==================== design 1
Design 1, clock network drawn from the DEF:
The bar under the picture is 50 um long.
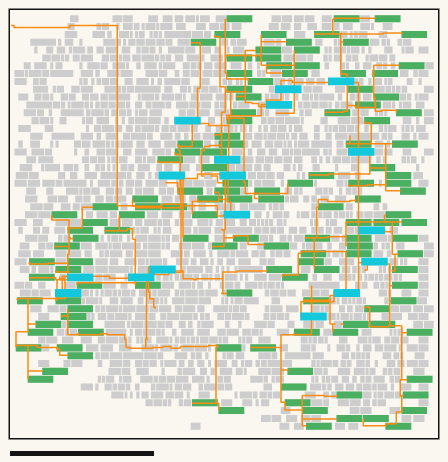

==> config.mk <==
export PLATFORM = sky130hd
export DESIGN_NAME = tdc_hit_pattern_gen_flat
export DESIGN_NICKNAME = d
export VERILOG_FILES = /design/src/rtl/tdc_hit_pattern_gen_if.sv /design/src/rtl/tdc_hit_pattern_gen.sv /design/src/flat_wrapper.sv
export SDC_FILE = /design/constraint.sdc
export NUM_CORES = 1
export LEC_CHECK = 0
export ABC_AREA = 0
export ABC_CLOCK_PERIOD_IN_PS = 7000
export CAP_MARGIN = 20
export CORE_UTILIZATION = 55
export DETAILED_ROUTE_END_ITERATION = 16
export HOLD_SLACK_MARGIN = 0.05
export MAX_ROUTING_LAYER = met4
export PLACE_DENSITY = 0.8
export SKIP_CTS_REPAIR_TIMING = 1
export SLEW_MARGIN = 40
export SYNTH_ARGS = -nofsm -noshare
export SYNTH_HDL_FRONTEND = slang
export SYNTH_SLANG_ARGS = --single-unit
==> constraint.sdc <==
create_clock -name clk -period 7 [get_ports clk]
set_input_delay 2.1 -clock clk [delete_from_list [all_inputs] [get_ports clk]]
set_output_delay 2.1 -clock clk [all_outputs]
set_load 0.02 [all_outputs]
==> src/rtl/tdc_hit_pattern_gen_if.sv <==
// Bus bundle for the TDC hit pattern generator: start/stop control, burst
// configuration, hit outputs and status.
interface tdc_hit_pattern_gen_if #(
    parameter int N_CH  = 4,
    parameter int CNT_W = 16,
    parameter int PW_W  = 8
) ();
    logic                   start;
    logic                   stop;
    logic [CNT_W-1:0]       cfg_period;
    logic [PW_W-1:0]        cfg_width;
    logic [CNT_W-1:0]       cfg_start_dly;
    logic [CNT_W-1:0]       cfg_count;
    logic [N_CH-1:0]        cfg_ch_mask;
    logic [N_CH*PW_W-1:0]   cfg_skew;

    logic [N_CH-1:0]        hit;
    logic                   busy;
    logic                   done;
    logic                   aborted;
    logic                   cfg_err;
    logic [CNT_W-1:0]       pulses_sent;

    // Controller side (register block / test sequencer).
    modport master (
        output start, stop, cfg_period, cfg_width, cfg_start_dly, cfg_count,
               cfg_ch_mask, cfg_skew,
        input  hit, busy, done, aborted, cfg_err, pulses_sent
    );

    // Generator side.
    modport slave (
        input  start, stop, cfg_period, cfg_width, cfg_start_dly, cfg_count,
               cfg_ch_mask, cfg_skew,
        output hit, busy, done, aborted, cfg_err, pulses_sent
    );
endinterface

==> src/rtl/tdc_hit_pattern_gen.sv <==
// Multi-channel hit stimulus generator for TDC self-test and calibration.
// Emits bursts of period-locked pulses with a programmable per-channel skew.
//
//   state      | meaning
//   -----------+-----------------------------------------------------------
//   IDLE       | waiting for an accepted start
//   ARM        | counting down the start delay (D+1 cycles, D=0 -> one cycle)
//   RUN        | phase counter 0..P-1 drives the hit windows
//   DONE_PULSE | single cycle with done=1, then back to IDLE
module tdc_hit_pattern_gen #(
    parameter int N_CH  = 4,
    parameter int CNT_W = 16,
    parameter int PW_W  = 8
) (
    input  logic               clk,
    input  logic               rst,
    tdc_hit_pattern_gen_if.slave bus
);
    localparam int SW = CNT_W + 1;
    localparam logic [CNT_W-1:0] CNT_ONE = CNT_W'(1);

    typedef enum logic [1:0] {IDLE, ARM, RUN, DONE_PULSE} state_t;

    state_t               state_q, state_d;
    logic [CNT_W-1:0]     phase_q, phase_d;
    logic [CNT_W-1:0]     dly_q, dly_d;
    logic [CNT_W-1:0]     sent_q, sent_d;
    logic                 aborted_q, aborted_d;
    logic                 cfg_err_q, cfg_err_d;
    logic [N_CH-1:0]      hit_q, hit_d;
    logic                 busy_q, busy_d;
    logic                 done_q, done_d;

    logic [CNT_W-1:0]     period_q;
    logic [PW_W-1:0]      width_q;
    logic [CNT_W-1:0]     count_q;
    logic [N_CH-1:0]      mask_q;
    logic [N_CH*PW_W-1:0] skew_q;

    logic                 cfg_ok;
    logic                 accept;

    // Config check: nonzero P and W, and every enabled window fits in the period.
    always_comb begin
        cfg_ok = (bus.cfg_period != '0) && (bus.cfg_width != '0);
        for (int c = 0; c < N_CH; c++) begin
            if (bus.cfg_ch_mask[c] &&
                ((SW'(bus.cfg_skew[c*PW_W +: PW_W]) + SW'(bus.cfg_width)) > SW'(bus.cfg_period)))
                cfg_ok = 1'b0;
        end
    end

    // stop takes priority over start in IDLE.
    assign accept = (state_q == IDLE) && bus.start && !bus.stop && cfg_ok;

    // Configuration is captured only on an accepted start.
    always_ff @(posedge clk or posedge rst) begin
        if (rst) begin
            period_q <= '0;
            width_q  <= '0;
            count_q  <= '0;
            mask_q   <= '0;
            skew_q   <= '0;
        end else if (accept) begin
            period_q <= bus.cfg_period;
            width_q  <= bus.cfg_width;
            count_q  <= bus.cfg_count;
            mask_q   <= bus.cfg_ch_mask;
            skew_q   <= bus.cfg_skew;
        end
    end

    // Next-state, counters, and next values of the registered outputs.
    always_comb begin
        state_d   = state_q;
        phase_d   = phase_q;
        dly_d     = dly_q;
        sent_d    = sent_q;
        aborted_d = aborted_q;
        cfg_err_d = cfg_err_q;
        hit_d     = '0;
        busy_d    = 1'b0;
        done_d    = 1'b0;

        case (state_q)
            IDLE: begin
                if (bus.start && !bus.stop) begin
                    if (cfg_ok) begin
                        state_d   = ARM;
                        dly_d     = bus.cfg_start_dly;
                        phase_d   = '0;
                        sent_d    = '0;
                        aborted_d = 1'b0;
                        cfg_err_d = 1'b0;
                    end else begin
                        cfg_err_d = 1'b1;
                    end
                end
            end
            ARM: begin
                if (bus.stop) begin
                    state_d   = DONE_PULSE;
                    aborted_d = 1'b1;
                end else if (dly_q == '0) begin
                    state_d = RUN;
                    phase_d = '0;
                end else begin
                    dly_d = dly_q - CNT_ONE;
                end
            end
            RUN: begin
                if (bus.stop) begin
                    state_d   = DONE_PULSE;
                    aborted_d = 1'b1;
                end else if (phase_q == period_q - CNT_ONE) begin
                    phase_d = '0;
                    sent_d  = sent_q + CNT_ONE;
                    // count==0 is continuous mode: never terminates on its own.
                    if ((count_q != '0) && (sent_q == count_q - CNT_ONE))
                        state_d = DONE_PULSE;
                end else begin
                    phase_d = phase_q + CNT_ONE;
                end
            end
            DONE_PULSE: state_d = IDLE;
            default:    state_d = IDLE;
        endcase

        // Outputs are derived from the next state so the registers line up with it.
        busy_d = (state_d == ARM) || (state_d == RUN);
        done_d = (state_d == DONE_PULSE);
        for (int c = 0; c < N_CH; c++) begin
            hit_d[c] = (state_d == RUN) && mask_q[c] &&
                       (SW'(phase_d) >= SW'(skew_q[c*PW_W +: PW_W])) &&
                       (SW'(phase_d) <  SW'(skew_q[c*PW_W +: PW_W]) + SW'(width_q));
        end
    end

    // State, counters and registered outputs.
    always_ff @(posedge clk or posedge rst) begin
        if (rst) begin
            state_q   <= IDLE;
            phase_q   <= '0;
            dly_q     <= '0;
            sent_q    <= '0;
            aborted_q <= 1'b0;
            cfg_err_q <= 1'b0;
            hit_q     <= '0;
            busy_q    <= 1'b0;
            done_q    <= 1'b0;
        end else begin
            state_q   <= state_d;
            phase_q   <= phase_d;
            dly_q     <= dly_d;
            sent_q    <= sent_d;
            aborted_q <= aborted_d;
            cfg_err_q <= cfg_err_d;
            hit_q     <= hit_d;
            busy_q    <= busy_d;
            done_q    <= done_d;
        end
    end

    assign bus.hit         = hit_q;
    assign bus.busy        = busy_q;
    assign bus.done        = done_q;
    assign bus.aborted     = aborted_q;
    assign bus.cfg_err     = cfg_err_q;
    assign bus.pulses_sent = sent_q;
endmodule

==> src/flat_wrapper.sv <==
// flat-port wrapper written by rule: the top's interface ports become plain ports
module tdc_hit_pattern_gen_flat 
#(
    parameter int N_CH  = 4,
    parameter int CNT_W = 16,
    parameter int PW_W  = 8
)
  (clk, rst, bus_start, bus_stop, bus_cfg_period, bus_cfg_width, bus_cfg_start_dly, bus_cfg_count, bus_cfg_ch_mask, bus_cfg_skew, bus_hit, bus_busy, bus_done, bus_aborted, bus_cfg_err, bus_pulses_sent);
  tdc_hit_pattern_gen_if #(.N_CH(N_CH), .CNT_W(CNT_W), .PW_W(PW_W)) bus_i ();
  input  logic clk;
  input  logic rst;
  input wire logic [$bits(bus_i.start)-1:0] bus_start;
  input wire logic [$bits(bus_i.stop)-1:0] bus_stop;
  input wire logic [$bits(bus_i.cfg_period)-1:0] bus_cfg_period;
  input wire logic [$bits(bus_i.cfg_width)-1:0] bus_cfg_width;
  input wire logic [$bits(bus_i.cfg_start_dly)-1:0] bus_cfg_start_dly;
  input wire logic [$bits(bus_i.cfg_count)-1:0] bus_cfg_count;
  input wire logic [$bits(bus_i.cfg_ch_mask)-1:0] bus_cfg_ch_mask;
  input wire logic [$bits(bus_i.cfg_skew)-1:0] bus_cfg_skew;
  output wire logic [$bits(bus_i.hit)-1:0] bus_hit;
  output wire logic [$bits(bus_i.busy)-1:0] bus_busy;
  output wire logic [$bits(bus_i.done)-1:0] bus_done;
  output wire logic [$bits(bus_i.aborted)-1:0] bus_aborted;
  output wire logic [$bits(bus_i.cfg_err)-1:0] bus_cfg_err;
  output wire logic [$bits(bus_i.pulses_sent)-1:0] bus_pulses_sent;
  assign bus_i.start = bus_start;
  assign bus_i.stop = bus_stop;
  assign bus_i.cfg_period = bus_cfg_period;
  assign bus_i.cfg_width = bus_cfg_width;
  assign bus_i.cfg_start_dly = bus_cfg_start_dly;
  assign bus_i.cfg_count = bus_cfg_count;
  assign bus_i.cfg_ch_mask = bus_cfg_ch_mask;
  assign bus_i.cfg_skew = bus_cfg_skew;
  assign bus_hit = bus_i.hit;
  assign bus_busy = bus_i.busy;
  assign bus_done = bus_i.done;
  assign bus_aborted = bus_i.aborted;
  assign bus_cfg_err = bus_i.cfg_err;
  assign bus_pulses_sent = bus_i.pulses_sent;
  tdc_hit_pattern_gen #(.N_CH(N_CH), .CNT_W(CNT_W), .PW_W(PW_W)) u_core (.clk(clk), .rst(rst), .bus(bus_i));
endmodule
==================== design 2
### src/rtl/twos_complement_seq.sv
// Multi-cycle two's-complement unit (PASS/NEG/ABS/NABS), CHUNK bits per cycle, LSB first.
// Define SAT_EN to saturate overflowing results to MAX instead of wrapping to MIN.
module twos_complement_seq #(
    parameter int WIDTH = 8,
    parameter int CHUNK = 2
) (
    input  logic             clk,
    input  logic             rst,
    input  logic             in_valid,
    output logic             in_ready,
    input  logic [WIDTH-1:0] in_data,
    input  logic [1:0]       mode,
    output logic             out_valid,
    input  logic             out_ready,
    output logic [WIDTH-1:0] out_data,
    output logic             out_ovf,
    output logic             out_zero
);

    localparam int NCHUNK = WIDTH / CHUNK;
    localparam int CW     = (NCHUNK > 1) ? $clog2(NCHUNK) : 1;
    localparam logic [WIDTH-1:0] MIN = {1'b1, {(WIDTH-1){1'b0}}};
    localparam logic [WIDTH-1:0] MAX = ~MIN;

    generate
        if ((WIDTH < 2) || (CHUNK < 1) || (WIDTH % CHUNK != 0)) begin : g_bad_params
            $error("twos_complement_seq: WIDTH must be >= 2 and a multiple of CHUNK");
        end
    endgenerate

    typedef enum logic [1:0] {IDLE, BUSY, DONE} state_t;

    state_t            state_reg, state_next;
    logic [WIDTH-1:0]  x_reg, x_next;
    logic [WIDTH-1:0]  res_reg, res_next;
    logic              carry_reg, carry_next;
    logic              inv_reg, inv_next;
    logic              ovf_pend_reg, ovf_pend_next;
    logic [CW-1:0]     cnt_reg, cnt_next;
    logic [WIDTH-1:0]  data_reg, data_next;
    logic              ovf_reg, ovf_next;
    logic              zero_reg, zero_next;

    logic              inv_sel;
    logic [CHUNK-1:0]  x_chunk;
    logic [CHUNK-1:0]  x_cond;
    logic [CHUNK:0]    sum;
    logic [WIDTH-1:0]  res_ins;
    logic [WIDTH-1:0]  final_val;

    // Conditional inversion of the current chunk, one XOR per bit.
    genvar gi;
    generate
        for (gi = 0; gi < CHUNK; gi++) begin : g_inv
            assign x_cond[gi] = x_chunk[gi] ^ inv_reg;
        end
    endgenerate

    always_comb begin
        inv_sel = 1'b0;
        case (mode)
            2'b00: inv_sel = 1'b0;
            2'b01: inv_sel = 1'b1;
            2'b10: inv_sel = in_data[WIDTH-1];
            2'b11: inv_sel = ~in_data[WIDTH-1] && (|in_data);
            default: inv_sel = 1'b0;
        endcase
    end

    always_comb begin
        x_chunk = x_reg[cnt_reg*CHUNK +: CHUNK];
        sum     = {1'b0, x_cond} + {{CHUNK{1'b0}}, carry_reg};
        res_ins = res_reg;
        res_ins[cnt_reg*CHUNK +: CHUNK] = sum[CHUNK-1:0];
`ifdef SAT_EN
        final_val = ovf_pend_reg ? MAX : res_ins;
`else
        final_val = res_ins;
`endif
    end

    always_comb begin
        state_next    = state_reg;
        x_next        = x_reg;
        res_next      = res_reg;
        carry_next    = carry_reg;
        inv_next      = inv_reg;
        ovf_pend_next = ovf_pend_reg;
        cnt_next      = cnt_reg;
        data_next     = data_reg;
        ovf_next      = ovf_reg;
        zero_next     = zero_reg;
        case (state_reg)
            IDLE: begin
                if (in_valid) begin
                    state_next    = BUSY;
                    x_next        = in_data;
                    res_next      = '0;
                    inv_next      = inv_sel;
                    carry_next    = inv_sel;
                    ovf_pend_next = inv_sel && (in_data == MIN);
                    cnt_next      = '0;
                end
            end
            BUSY: begin
                res_next   = res_ins;
                carry_next = sum[CHUNK];
                if (cnt_reg == CW'(NCHUNK - 1)) begin
                    // Result registers update only here, so they hold through DONE and IDLE.
                    state_next = DONE;
                    data_next  = final_val;
                    ovf_next   = ovf_pend_reg;
                    zero_next  = (final_val == '0);
                end else begin
                    cnt_next = cnt_reg + 1'b1;
                end
            end
            DONE: begin
                if (out_ready) begin
                    state_next = IDLE;
                end
            end
            default: state_next = IDLE;
        endcase
    end

    always_ff @(posedge clk or posedge rst) begin
        if (rst) begin
            state_reg    <= IDLE;
            x_reg        <= '0;
            res_reg      <= '0;
            carry_reg    <= 1'b0;
            inv_reg      <= 1'b0;
            ovf_pend_reg <= 1'b0;
            cnt_reg      <= '0;
            data_reg     <= '0;
            ovf_reg      <= 1'b0;
            zero_reg     <= 1'b0;
        end else begin
            state_reg    <= state_next;
            x_reg        <= x_next;
            res_reg      <= res_next;
            carry_reg    <= carry_next;
            inv_reg      <= inv_next;
            ovf_pend_reg <= ovf_pend_next;
            cnt_reg      <= cnt_next;
            data_reg     <= data_next;
            ovf_reg      <= ovf_next;
            zero_reg     <= zero_next;
        end
    end

    assign in_ready  = (state_reg == IDLE);
    assign out_valid = (state_reg == DONE);
    assign out_data  = data_reg;
    assign out_ovf   = ovf_reg;
    assign out_zero  = zero_reg;

endmodule

### config.mk
export PLATFORM = sky130hd
export DESIGN_NAME = twos_complement_seq
export DESIGN_NICKNAME = d
export VERILOG_FILES = /design/src/rtl/twos_complement_seq.sv
export SDC_FILE = /design/constraint.sdc
export NUM_CORES = 1
export LEC_CHECK = 0
export ABC_CLOCK_PERIOD_IN_PS = 4500
export CAP_MARGIN = 20
export CORE_ASPECT_RATIO = 1.1
export CORE_MARGIN = 2
export CORE_UTILIZATION = 60
export CTS_BUF_LIST = sky130_fd_sc_hd__clkbuf_4 sky130_fd_sc_hd__clkbuf_8
export CTS_CLUSTER_DIAMETER = 200
export DETAILED_ROUTE_END_ITERATION = 6
export PLACE_DENSITY = 0.94
export SLEW_MARGIN = 40
export SYNTH_ARGS = -nofsm -noshare
export SYNTH_HDL_FRONTEND = slang
export SYNTH_SLANG_ARGS = --single-unit
### constraint.sdc
create_clock -name clk -period 4.5 [get_ports clk]
set_input_delay 0.9 -clock clk [delete_from_list [all_inputs] [get_ports clk]]
set_output_delay 0.9 -clock clk [all_outputs]
set_load 0.02 [all_outputs]
==================== design 3
**src/rtl/div_seq.sv**
```systemverilog
// Iterative signed restoring divider: one quotient bit per cycle, truncating quotient,
// remainder takes the dividend's sign. Optional fast divide-by-zero path under DIV_ZERO_EN.
module div_seq #(
  parameter int unsigned WIDTH = 16
) (
  input  logic             clk_i,
  input  logic             rst_n,
  input  logic             start_i,
  input  logic [WIDTH-1:0] a_i,
  input  logic [WIDTH-1:0] b_i,
  output logic [WIDTH-1:0] quotient_o,
  output logic [WIDTH-1:0] remainder_o,
  output logic             busy_o,
  output logic             done_o,
  output logic             div0_o
);

  localparam int unsigned CW = $clog2(WIDTH + 1);

  typedef enum logic {ST_IDLE, ST_BUSY} state_t;

  state_t           r_state;
  logic [WIDTH:0]   r_rem;
  logic [WIDTH-1:0] r_quo;
  logic [WIDTH-1:0] r_bmag;
  logic             r_qsign;
  logic             r_rsign;
  logic [CW-1:0]    r_count;
  logic [WIDTH-1:0] r_quotient;
  logic [WIDTH-1:0] r_remainder;
  logic             r_done;

  logic [WIDTH-1:0] w_amag;
  logic [WIDTH-1:0] w_bmag;
  logic [WIDTH:0]   w_shift;
  logic [WIDTH+1:0] w_diff;
  logic             w_ge;
  logic [WIDTH:0]   w_rem_nxt;
  logic [WIDTH-1:0] w_quo_nxt;
  logic [WIDTH-1:0] w_q_fin;
  logic [WIDTH-1:0] w_r_fin;
  logic             w_last;
  logic             w_unused;

  // Magnitudes; the most negative value maps to 2^(WIDTH-1) as an unsigned result.
  assign w_amag = a_i[WIDTH-1] ? (~a_i + WIDTH'(1)) : a_i;
  assign w_bmag = b_i[WIDTH-1] ? (~b_i + WIDTH'(1)) : b_i;

  // One restoring step: shift in the next dividend bit and try to subtract the divisor.
  assign w_shift   = {r_rem[WIDTH-1:0], r_quo[WIDTH-1]};
  assign w_diff    = {1'b0, w_shift} - {2'b00, r_bmag};
  assign w_ge      = ~w_diff[WIDTH+1];
  assign w_rem_nxt = w_ge ? w_diff[WIDTH:0] : w_shift;
  assign w_quo_nxt = {r_quo[WIDTH-2:0], w_ge};

  assign w_q_fin = r_qsign ? (~w_quo_nxt + WIDTH'(1)) : w_quo_nxt;
  assign w_r_fin = r_rsign ? (~w_rem_nxt[WIDTH-1:0] + WIDTH'(1)) : w_rem_nxt[WIDTH-1:0];
  assign w_last  = (r_count == CW'(WIDTH - 1));

  // The partial remainder never exceeds WIDTH bits, so its top bit is never consumed.
  assign w_unused = r_rem[WIDTH];

`ifdef DIV_ZERO_EN
  logic r_zero;
  logic r_div0;

  always_ff @(posedge clk_i or negedge rst_n) begin
    if (!rst_n) begin
      r_state     <= ST_IDLE;
      r_rem       <= '0;
      r_quo       <= '0;
      r_bmag      <= '0;
      r_qsign     <= 1'b0;
      r_rsign     <= 1'b0;
      r_count     <= '0;
      r_quotient  <= '0;
      r_remainder <= '0;
      r_done      <= 1'b0;
      r_zero      <= 1'b0;
      r_div0      <= 1'b0;
    end else begin
      r_done <= 1'b0;
      if (r_state == ST_IDLE) begin
        if (start_i) begin
          r_zero  <= (b_i == '0);
          // A zero divisor keeps the raw dividend so it can be returned as the remainder.
          r_quo   <= (b_i == '0) ? a_i : w_amag;
          r_bmag  <= w_bmag;
          r_qsign <= a_i[WIDTH-1] ^ b_i[WIDTH-1];
          r_rsign <= a_i[WIDTH-1];
          r_rem   <= '0;
          r_count <= '0;
          r_state <= ST_BUSY;
        end
      end else if (r_zero) begin
        r_quotient  <= '1;
        r_remainder <= r_quo;
        r_div0      <= 1'b1;
        r_done      <= 1'b1;
        r_zero      <= 1'b0;
        r_state     <= ST_IDLE;
      end else begin
        r_rem   <= w_rem_nxt;
        r_quo   <= w_quo_nxt;
        r_count <= r_count + CW'(1);
        if (w_last) begin
          r_quotient  <= w_q_fin;
          r_remainder <= w_r_fin;
          r_div0      <= 1'b0;
          r_done      <= 1'b1;
          r_state     <= ST_IDLE;
        end
      end
    end
  end

  assign div0_o = r_div0;
`else
  always_ff @(posedge clk_i or negedge rst_n) begin
    if (!rst_n) begin
      r_state     <= ST_IDLE;
      r_rem       <= '0;
      r_quo       <= '0;
      r_bmag      <= '0;
      r_qsign     <= 1'b0;
      r_rsign     <= 1'b0;
      r_count     <= '0;
      r_quotient  <= '0;
      r_remainder <= '0;
      r_done      <= 1'b0;
    end else begin
      r_done <= 1'b0;
      if (r_state == ST_IDLE) begin
        if (start_i) begin
          r_quo   <= w_amag;
          r_bmag  <= w_bmag;
          r_qsign <= a_i[WIDTH-1] ^ b_i[WIDTH-1];
          r_rsign <= a_i[WIDTH-1];
          r_rem   <= '0;
          r_count <= '0;
          r_state <= ST_BUSY;
        end
      end else begin
        // A zero divisor simply runs the full loop: every trial succeeds.
        r_rem   <= w_rem_nxt;
        r_quo   <= w_quo_nxt;
        r_count <= r_count + CW'(1);
        if (w_last) begin
          r_quotient  <= w_q_fin;
          r_remainder <= w_r_fin;
          r_done      <= 1'b1;
          r_state     <= ST_IDLE;
        end
      end
    end
  end

  assign div0_o = 1'b0;
`endif

  assign quotient_o  = r_quotient;
  assign remainder_o = r_remainder;
  assign busy_o      = (r_state == ST_BUSY);
  assign done_o      = r_done;

endmodule

```
**config.mk**
```make
export PLATFORM = sky130hd
export DESIGN_NAME = div_seq
export DESIGN_NICKNAME = d
export VERILOG_FILES = /design/src/rtl/div_seq.sv
export SDC_FILE = /design/constraint.sdc
export NUM_CORES = 1
export LEC_CHECK = 0
export ABC_AREA = 0
export CAP_MARGIN = 10
export CORE_UTILIZATION = 57
export CTS_CLUSTER_DIAMETER = 200
export DETAILED_ROUTE_END_ITERATION = 12
export PLACE_DENSITY_LB_ADDON = 0.3
export REMOVE_ABC_BUFFERS = 1
export SLEW_MARGIN = 20
export SYNTH_ARGS = -nofsm -noshare
export SYNTH_HDL_FRONTEND = slang
export SYNTH_SLANG_ARGS = --single-unit
```
**constraint.sdc**
```tcl
create_clock -name clk_i -period 4.3 [get_ports clk_i]
set_input_delay 0.43 -clock clk_i [delete_from_list [all_inputs] [get_ports clk_i]]
set_output_delay 0.43 -clock clk_i [all_outputs]
set_load 0.05 [all_outputs]
```
==================== design 4
$ cat config.mk
export PLATFORM = sky130hd
export DESIGN_NAME = q_episode_controller
export DESIGN_NICKNAME = d
export VERILOG_FILES = /design/src/rtl/q_episode_controller.sv
export SDC_FILE = /design/constraint.sdc
export NUM_CORES = 1
export LEC_CHECK = 0
export ABC_CLOCK_PERIOD_IN_PS = 8700
export CORE_MARGIN = 2
export CORE_UTILIZATION = 53
export CTS_CLUSTER_DIAMETER = 50
export DETAILED_ROUTE_END_ITERATION = 12
export PLACE_DENSITY = 0.94
export SLEW_MARGIN = 10
export SYNTH_ARGS = -nofsm -noshare
export SYNTH_HDL_FRONTEND = slang
export SYNTH_SLANG_ARGS = --single-unit
$ cat constraint.sdc
create_clock -name clk -period 8.7 [get_ports clk]
set_input_delay 2.175 -clock clk [delete_from_list [all_inputs] [get_ports clk]]
set_output_delay 2.175 -clock clk [all_outputs]
set_load 0.05 [all_outputs]
$ cat src/rtl/q_episode_controller.sv
// rtl/q_episode_controller.sv - Q-learning episode sequencer: Q-table read, Q_max, action latch, env/update handshakes
module q_episode_controller #(
  parameter int ST_W = 6,
  parameter int DW   = 32
) (
  input  logic              clk,
  input  logic              rst_n,
  input  logic              start,
  input  logic [11:0]       total_iteration,
  input  logic [7:0]        max_steps,
  input  logic [ST_W-1:0]   init_state,
  output logic              q_rd_en,
  output logic [ST_W+1:0]   q_rd_addr,
  input  logic [DW-1:0]     q_rd_data,
  output logic [DW-1:0]     ad_in0,
  output logic [DW-1:0]     ad_in1,
  output logic [DW-1:0]     ad_in2,
  output logic [DW-1:0]     ad_in3,
  output logic [DW-1:0]     ad_qmax,
  input  logic [1:0]        ad_act,
  output logic [11:0]       iteration,
  output logic              env_req,
  output logic [ST_W-1:0]   env_state,
  output logic [1:0]        env_act,
  input  logic              env_ack,
  input  logic [ST_W-1:0]   env_next_state,
  input  logic [DW-1:0]     env_reward,
  input  logic              env_terminal,
  output logic              upd_req,
  output logic [ST_W-1:0]   upd_state,
  output logic [1:0]        upd_act,
  output logic [ST_W-1:0]   upd_next_state,
  output logic [DW-1:0]     upd_reward,
  input  logic              upd_ack,
  output logic              busy,
  output logic              done
);

  typedef enum logic [3:0] {
    S_IDLE, S_RD, S_RDW, S_MAX, S_DECIDE, S_ENV, S_UPD, S_NEXT, S_FIN
  } state_t;

  state_t          state_q, state_d;
  logic [1:0]      k_q, k_d;
  logic [ST_W-1:0] cur_q, cur_d;
  logic [7:0]      step_q, step_d, step_inc;
  logic [11:0]     iter_q, iter_d, iter_inc;
  logic [DW-1:0]   in0_q, in0_d, in1_q, in1_d, in2_q, in2_d, in3_q, in3_d;
  logic [DW-1:0]   qmax_q, qmax_d, m01, m23;
  logic [1:0]      act_q, act_d;
  logic [ST_W-1:0] ns_q, ns_d;
  logic [DW-1:0]   rw_q, rw_d;
  logic            term_q, term_d, ep_end;
  logic            rd_en_q, rd_en_d;
  logic [ST_W+1:0] rd_addr_q, rd_addr_d;
  logic            env_req_q, env_req_d, upd_req_q, upd_req_d;
  logic            busy_q, busy_d, done_q, done_d;

  // every output is a flop; payloads come straight from captured registers
  assign q_rd_en        = rd_en_q;
  assign q_rd_addr      = rd_addr_q;
  assign ad_in0         = in0_q;
  assign ad_in1         = in1_q;
  assign ad_in2         = in2_q;
  assign ad_in3         = in3_q;
  assign ad_qmax        = qmax_q;
  assign iteration      = iter_q;
  assign env_req        = env_req_q;
  assign env_state      = cur_q;
  assign env_act        = act_q;
  assign upd_req        = upd_req_q;
  assign upd_state      = cur_q;
  assign upd_act        = act_q;
  assign upd_next_state = ns_q;
  assign upd_reward     = rw_q;
  assign busy           = busy_q;
  assign done           = done_q;

  // next-state and next-output computation for the episode sequencer
  always_comb begin
    state_d   = state_q;
    k_d       = k_q;
    cur_d     = cur_q;
    step_d    = step_q;
    iter_d    = iter_q;
    in0_d     = in0_q;
    in1_d     = in1_q;
    in2_d     = in2_q;
    in3_d     = in3_q;
    qmax_d    = qmax_q;
    act_d     = act_q;
    ns_d      = ns_q;
    rw_d      = rw_q;
    term_d    = term_q;
    rd_en_d   = 1'b0;
    rd_addr_d = rd_addr_q;
    env_req_d = env_req_q;
    upd_req_d = upd_req_q;
    busy_d    = busy_q;
    done_d    = 1'b0;
    step_inc  = step_q + 8'd1;
    iter_inc  = iter_q + 12'd1;
    ep_end    = term_q || ((max_steps != 8'd0) && (step_inc == max_steps));
    m01       = ($signed(in0_q) >= $signed(in1_q)) ? in0_q : in1_q;
    m23       = ($signed(in2_q) >= $signed(in3_q)) ? in2_q : in3_q;

    unique case (state_q)
      S_IDLE: begin
        if (start) begin
          cur_d  = init_state;
          step_d = 8'd0;
          iter_d = 12'd0;
          busy_d = 1'b1;
          if (total_iteration == 12'd0) begin
            state_d = S_FIN;
            done_d  = 1'b1;
          end else begin
            state_d   = S_RD;
            k_d       = 2'd0;
            rd_en_d   = 1'b1;
            rd_addr_d = {init_state, 2'd0};
          end
        end
      end
      S_RD: begin
        // data of the previous read arrives one cycle after its strobe
        case (k_q)
          2'd1:    in0_d = q_rd_data;
          2'd2:    in1_d = q_rd_data;
          2'd3:    in2_d = q_rd_data;
          default: ;
        endcase
        if (k_q == 2'd3) begin
          state_d = S_RDW;
        end else begin
          k_d       = k_q + 2'd1;
          rd_en_d   = 1'b1;
          rd_addr_d = {cur_q, k_q + 2'd1};
        end
      end
      S_RDW: begin
        in3_d   = q_rd_data;
        state_d = S_MAX;
      end
      S_MAX: begin
        qmax_d  = ($signed(m01) >= $signed(m23)) ? m01 : m23;
        state_d = S_DECIDE;
      end
      S_DECIDE: begin
        act_d     = ad_act;
        env_req_d = 1'b1;
        state_d   = S_ENV;
      end
      S_ENV: begin
        if (env_ack) begin
          ns_d      = env_next_state;
          rw_d      = env_reward;
          term_d    = env_terminal;
          env_req_d = 1'b0;
          upd_req_d = 1'b1;
          state_d   = S_UPD;
        end
      end
      S_UPD: begin
        if (upd_ack) begin
          upd_req_d = 1'b0;
          state_d   = S_NEXT;
        end
      end
      S_NEXT: begin
        step_d = step_inc;
        if (!ep_end) begin
          cur_d     = ns_q;
          state_d   = S_RD;
          k_d       = 2'd0;
          rd_en_d   = 1'b1;
          rd_addr_d = {ns_q, 2'd0};
        end else begin
          iter_d = iter_inc;
          step_d = 8'd0;
          cur_d  = init_state;
          if (iter_inc >= total_iteration) begin
            state_d = S_FIN;
            done_d  = 1'b1;
          end else begin
            state_d   = S_RD;
            k_d       = 2'd0;
            rd_en_d   = 1'b1;
            rd_addr_d = {init_state, 2'd0};
          end
        end
      end
      S_FIN: begin
        busy_d  = 1'b0;
        state_d = S_IDLE;
      end
      default: begin
        busy_d  = 1'b0;
        state_d = S_IDLE;
      end
    endcase
  end

  // single state register; reset abandons any pending handshake
  always_ff @(posedge clk) begin
    if (!rst_n) begin
      state_q   <= S_IDLE;
      k_q       <= '0;
      cur_q     <= '0;
      step_q    <= '0;
      iter_q    <= '0;
      in0_q     <= '0;
      in1_q     <= '0;
      in2_q     <= '0;
      in3_q     <= '0;
      qmax_q    <= '0;
      act_q     <= '0;
      ns_q      <= '0;
      rw_q      <= '0;
      term_q    <= 1'b0;
      rd_en_q   <= 1'b0;
      rd_addr_q <= '0;
      env_req_q <= 1'b0;
      upd_req_q <= 1'b0;
      busy_q    <= 1'b0;
      done_q    <= 1'b0;
    end else begin
      state_q   <= state_d;
      k_q       <= k_d;
      cur_q     <= cur_d;
      step_q    <= step_d;
      iter_q    <= iter_d;
      in0_q     <= in0_d;
      in1_q     <= in1_d;
      in2_q     <= in2_d;
      in3_q     <= in3_d;
      qmax_q    <= qmax_d;
      act_q     <= act_d;
      ns_q      <= ns_d;
      rw_q      <= rw_d;
      term_q    <= term_d;
      rd_en_q   <= rd_en_d;
      rd_addr_q <= rd_addr_d;
      env_req_q <= env_req_d;
      upd_req_q <= upd_req_d;
      busy_q    <= busy_d;
      done_q    <= done_d;
    end
  end

endmodule

Design 1, supply network:
The bar under the picture is 50 um long. Pins as bars on the die edge.
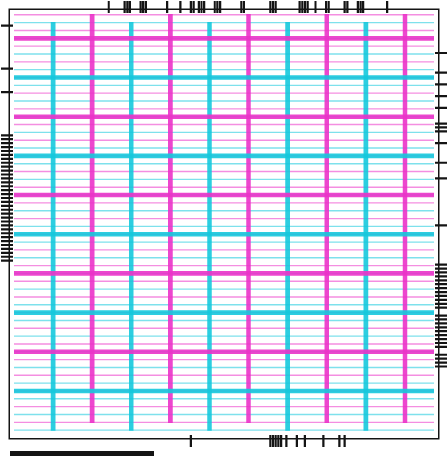
Key: VDD = magenta; VSS = cyan
120 signal pins sit on the boundary. 10 straps on met5. 54 met1 rails follow the rows. 10 straps on met4.
Die Wd: 149 um
core area: 21000 um^2

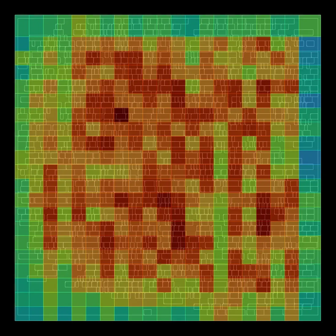
Design 1: routing congestion map
GR met2 Demand/Resource: 0.530
Wirelength per Cell: 18.8 um

## Picture notes: 'clock network drawn from the DEF' of design 1
Key: clock wires = orange [length 2100 um]; clock drivers = cyan [count 17]; flip-flops = green [count 134]
Position of the flops: widely spread. There are 18 routed clock nets.
clk latency late pin: 430 ps

==> flow_metrics.tcl, design 1 <==
# flow metrics
set metrics [dict create \
    design_area_um2 15100 \
    routed.top_layer "met4" \
    cts.sinks 134 \
    antenna_found_initial 0 \
    hold_start "u_core.bus.cfg_err$_DFFE_PP0P_" \
    synthMuxAreaShare 0.0682 \
    status "completed" \
    start_kind "primary input" \
    synthAoiAreaFrac 0.172 \
    skew_ps 13.8 \
    top_area_cell "dfrtp_1" \
    path_depth 29 \
    largest_register_ffs 32 \
    worstHoldEndpoint "u_core.bus.cfg_err$_DFFE_PP0P_" \
    globalRouteMet3Util 0.0347 \
    syn2layout_area_growth_pct 28.0 \
    grt_usage 0.320 \
    place_inst 1779 \
    firstDrtPassIters 5 \
    worst_hold_slack_ps 495 \
    setup_viol 0 \
    rr_startpoint "u_core.period_q[0]$_DFFE_PP0P_" \
    slew_headroom 0.520 \
    drc 0 \
    fp-row-count 53 \
    grt_pass1_vias 10382 \
]
## design 1: area by class of cell
class / instances / area, um^2 / area share
Clock buffer: 19 / 453 / 0.0300
Timing Repair Buffer: 244 / 2190 / 0.145
Sequential cell: 134 / 3350 / 0.222
Clock inverter: 12 / 144 / 0.00952
Multi-Input combinational cell: 1021 / 8210 / 0.543
Tap cell: 275 / 344 / 0.0228
Inverter: 112 / 428 / 0.0283
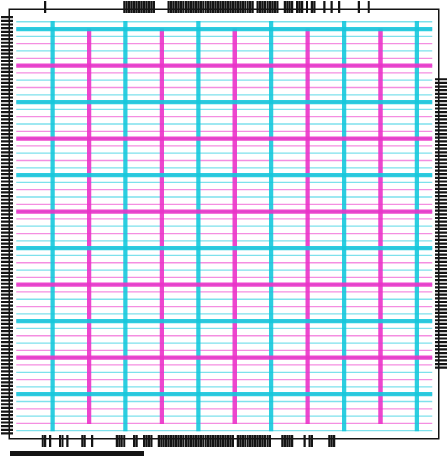
Design 4: supply network
The bar under the picture is 50 um long. Pins as bars on the die edge.
Key: VDD = magenta; VSS = cyan
343 signal pins sit on the boundary. 11 straps on met5. The core has 56 rows. 11 straps on met4.
core area: 23600 um^2
Die Y: 159 um

==> flow_metrics.tcl, design 4 <==
# flow metrics
set metrics [dict create \
    synthFlopType "dfxtp_1" \
    worstSetupStartpoint "ad_in3[5]$_SDFFE_PN0P_" \
    status "completed" \
    cts.repair.resized 0 \
    dominant_cells "combinational gates" \
    post-cts-setup-buffers 0 \
    synth-edff-count 0 \
    vias 13457 \
    fill_cells 1659 \
    antenna_cells 0 \
    cts.sinks 246 \
    place_inst 2187 \
    comb_area_share 0.404 \
    gp_congestion 0.950 \
    synthTopCellsByCount "nand2_1, dfxtp_1, a21oi_1, inv_1, ha_1" \
    grt_pass1_vias 13547 \
    clk_latency_ps 550 \
    path_depth 19 \
    ys_area_um2 12800 \
    finalCriticalPeriod_ps 6090 \
    viasPerCell 6.00 \
    drc 0 \
    ios 343 \
    grt_pass1_wl_um 70900 \
    top_cell "nand2_1" \
    antenna_found_initial 1 \
]
==> design 4: layer usage <==
| metal | track usage | vias to the layer above | routed length (um) |
|---|---|---|---|
| met2 | 0.587 | 891 | 21600 |
| li1 | - | 6095 | - |
| met5 | 0 | - | 0 |
| met3 | 0.0956 | 179 | 5110 |
| met1 | 0.389 | 6292 | 16400 |
| met4 | 0.165 | 0 | 2190 |
==> design 4: kinds of logic (layout without fill, tap and decap cells) <==
logic type	count (synthesis)	count (layout)
simple gates	564	564
compound gates	376	376
flops	246	246
buf+inv	215	532
fa+ha+maj	113	113
mux	67	67
xor+xnor	24	24
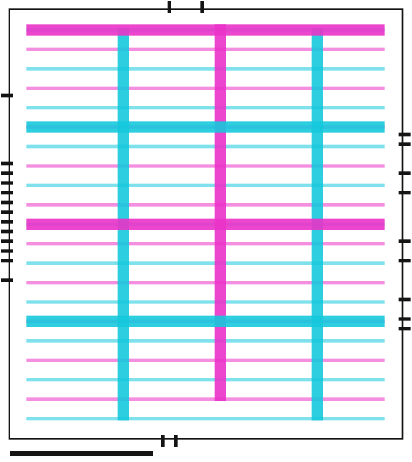
Design 2: supply network
The bar under the picture is 20 um long. Pins as bars on the die edge.
Key: VSS = cyan; VDD = magenta
3 straps on met4. 26 signal pins sit on the boundary. 21 met1 rails follow the rows. 4 straps on met5.
core area: 2730 um^2
Die Wd: 54.8 um

==> flow_metrics.tcl, design 2 <==
# flow metrics
set metrics [dict create \
    ys_types 35 \
    start_kind "flop" \
    place_area_um2 1980 \
    cp_slowest_stage_delay_ps 640 \
    status "completed" \
    hold_start "x_reg[1]$_DFFE_PP0P_" \
    grt-ovfl-total 0 \
    final-clk-cell-share 0.0295 \
    syn2layout_area_growth_pct 19.4 \
    top_cell "nand2_1" \
    cts.repair.resized 0 \
    pre_cts_slack_ps 2040 \
    final-nonclk-buf-share 0.127 \
    async_reset_ff_frac 1.00 \
    crit_type "flop to primary output" \
    antenna_found_initial 0 \
    synth_seq_share 0.484 \
    ys_sh_simple 0.205 \
    ys.flops 33 \
    portBuffers 25 \
    fmax_mhz 384 \
    drive_gt1_frac 0.0725 \
    grt_pass1_wl_um 6140 \
    dieArea_um2 3290 \
    seq_share 0.406 \
    cts_buffers 5 \
    synthFlopType "dfrtp_1" \
    nets 228 \
    synthMuxAreaShare 0.0448 \
    final_util 0.746 \
    tapCellCount 33 \
    drt-total-wl_um 3700 \
    syn_area_um2 1710 \
    gp_congestion 0.941 \
]
==> design 2: worst register-to-register path: cells and delay by family, from the launching register on <==
family	cells	cell delay, ps
adders and majority gates	2	570
xor gates and xnor gates	1	160
AOI/OAI and AO/OA	2	470
muxes	1	570
DFF	1	580
==> design 2: layer usage <==
metal	routed length, um	vias to the layer above	global-route usage
li1	-	682	-
met5	0	-	0
met2	1980	69	0.449
met1	1440	697	0.292
met4	56	0	0.136
met3	231	10	0.0725
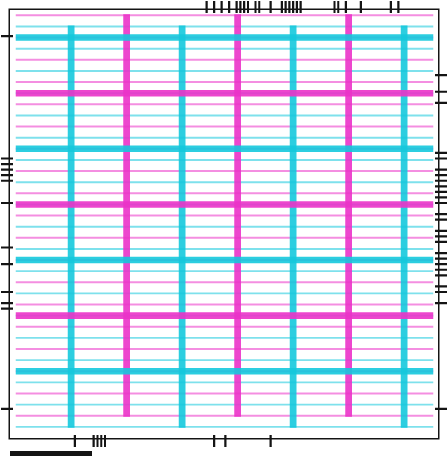
Design 3: supply network
The bar under the picture is 20 um long. Pins as bars on the die edge.
Key: VSS = cyan; VDD = magenta
70 signal pins sit on the boundary. 7 straps on met4.
Die Wd: 105 um
core area: 10300 um^2
Die Y: 105 um

==> flow_metrics.tcl, design 3 <==
# flow metrics
set metrics [dict create \
    portBuffers 68 \
    grt_usage 0.285 \
    top_area_cell "dfrtp_1" \
    cp_num_buf_inv 2 \
    ys_warn_count 0 \
    nets 817 \
    synth-edff-count 0 \
    cts.reportedPaths.clkPinSlew_ps 90 \
    synthAdderAreaFrac 0.0492 \
    ys_types 70 \
    cts_hold_buf 0 \
    status "completed" \
    cp_slowest_stage_delay_ps 550 \
    top_cell "nand2_1" \
    slew_headroom 0.489 \
    dieArea_um2 11000 \
    final-nonclk-buf-share 0.108 \
    critPathCapture "remainder_o[14]$_DFFE_PN0P_" \
    inv_count 41 \
    finalClockPeriodUsage 0.951 \
    drv_slew 0 \
    viasPerCell 6.19 \
    synthDominantCellAreaShare 0.371 \
    synth.avg_cell_area_um2 8.58 \
    synthTopCellsByArea "dfrtp_1, nand2_1, o21ai_0, ha_1, xnor2_1" \
    synthCells 700 \
    synth_stat.cells 700 \
    cpMostUsedCell "ha_1" \
]
-- design 3: metal layers --
layer  GRT usage  up-vias  wire length (um)  part of all wire
met5           0        -                 0                 0
met4       0.108        0               337             0.023
met3      0.0561       37              1140             0.076
met2       0.472      277              7080              0.47
met1       0.369     2642              6370              0.43
li1            -     2616                 -                 -
-- design 3: flip-flops by register name, indices dropped and copies added, names as in the netlist --
name,count
quotient_o,16
r_bmag,16
r_quo,16
r_rem,16
remainder_o,16
r_count,5
busy_o,1
done_o,1
r_qsign,1
r_rsign,1

## Gallery

Routed metal, one color a layer.
(a)
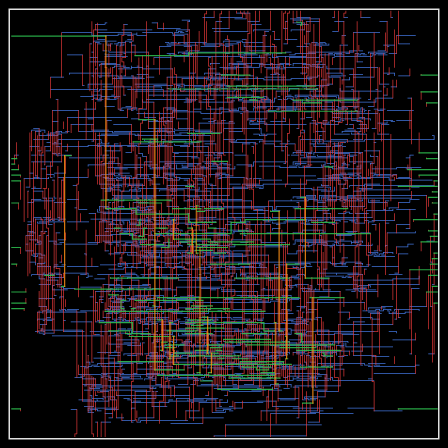
(b)
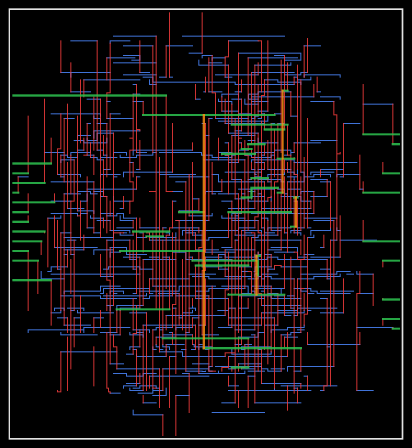
(c)
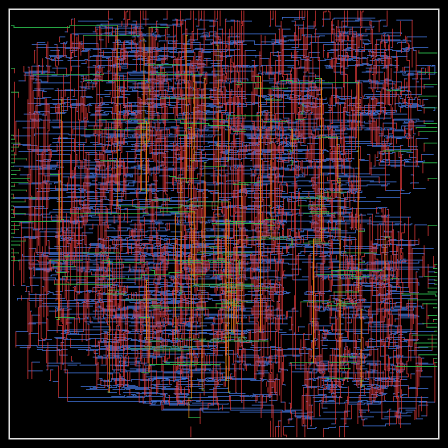
(d)
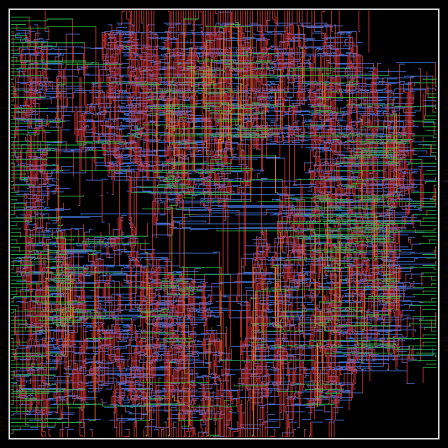
(d): design 4
(b): design 2
(c): design 1
(a): design 3
- least wire: (b)
- most wire: (d)

Key to (c):
Key: metal 1 = blue [wire length 14600 um]; metal 2 = red [wire length 16500 um]; metal 4 = orange [wire length 1520 um]; metal 3 = green [wire length 1540 um]



==> screenshots <==
Routing congestion map.
picture 1
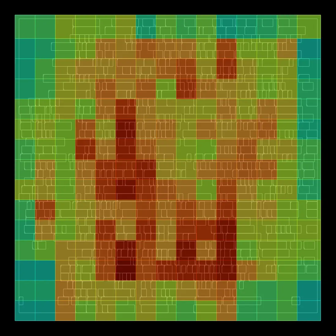
picture 2
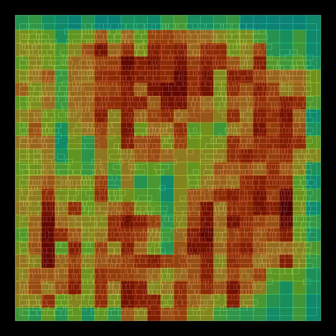
picture 3
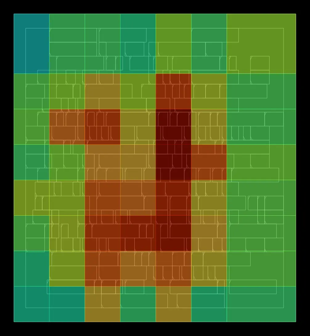
The one with the most wire per cell is picture 2.
Picture 3 is design 2.
Picture 1 is design 3.
Picture 2 is design 4.


==> screenshots <==
Clock network drawn from the DEF.
shot_01.png
The bar under the picture is 20 um long.
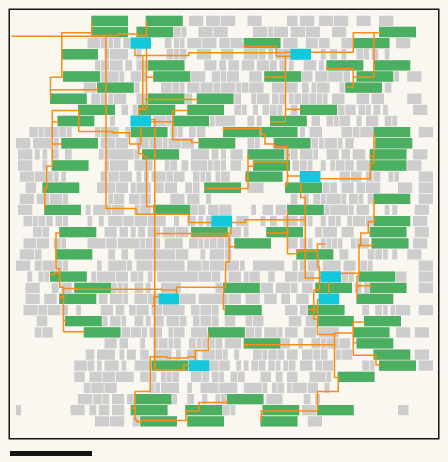
shot_02.png
The bar under the picture is 20 um long.
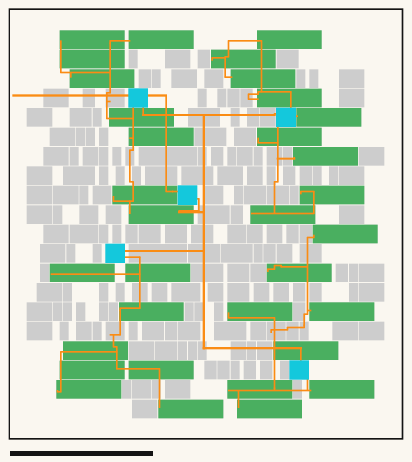
shot_03.png
The bar under the picture is 50 um long.
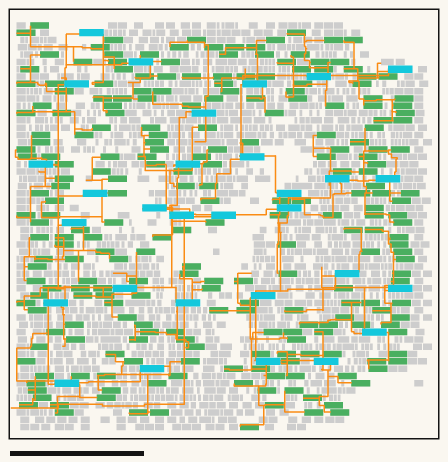
For design 2, see shot_02.png.
For design 3, see shot_01.png.
For design 4, see shot_03.png.

Key to shot_03.png:
Key: clock wires = orange [length 3080 um]; clock drivers = cyan [count 30]; flip-flops = green [count 246]
Position of the flops: widely spread.

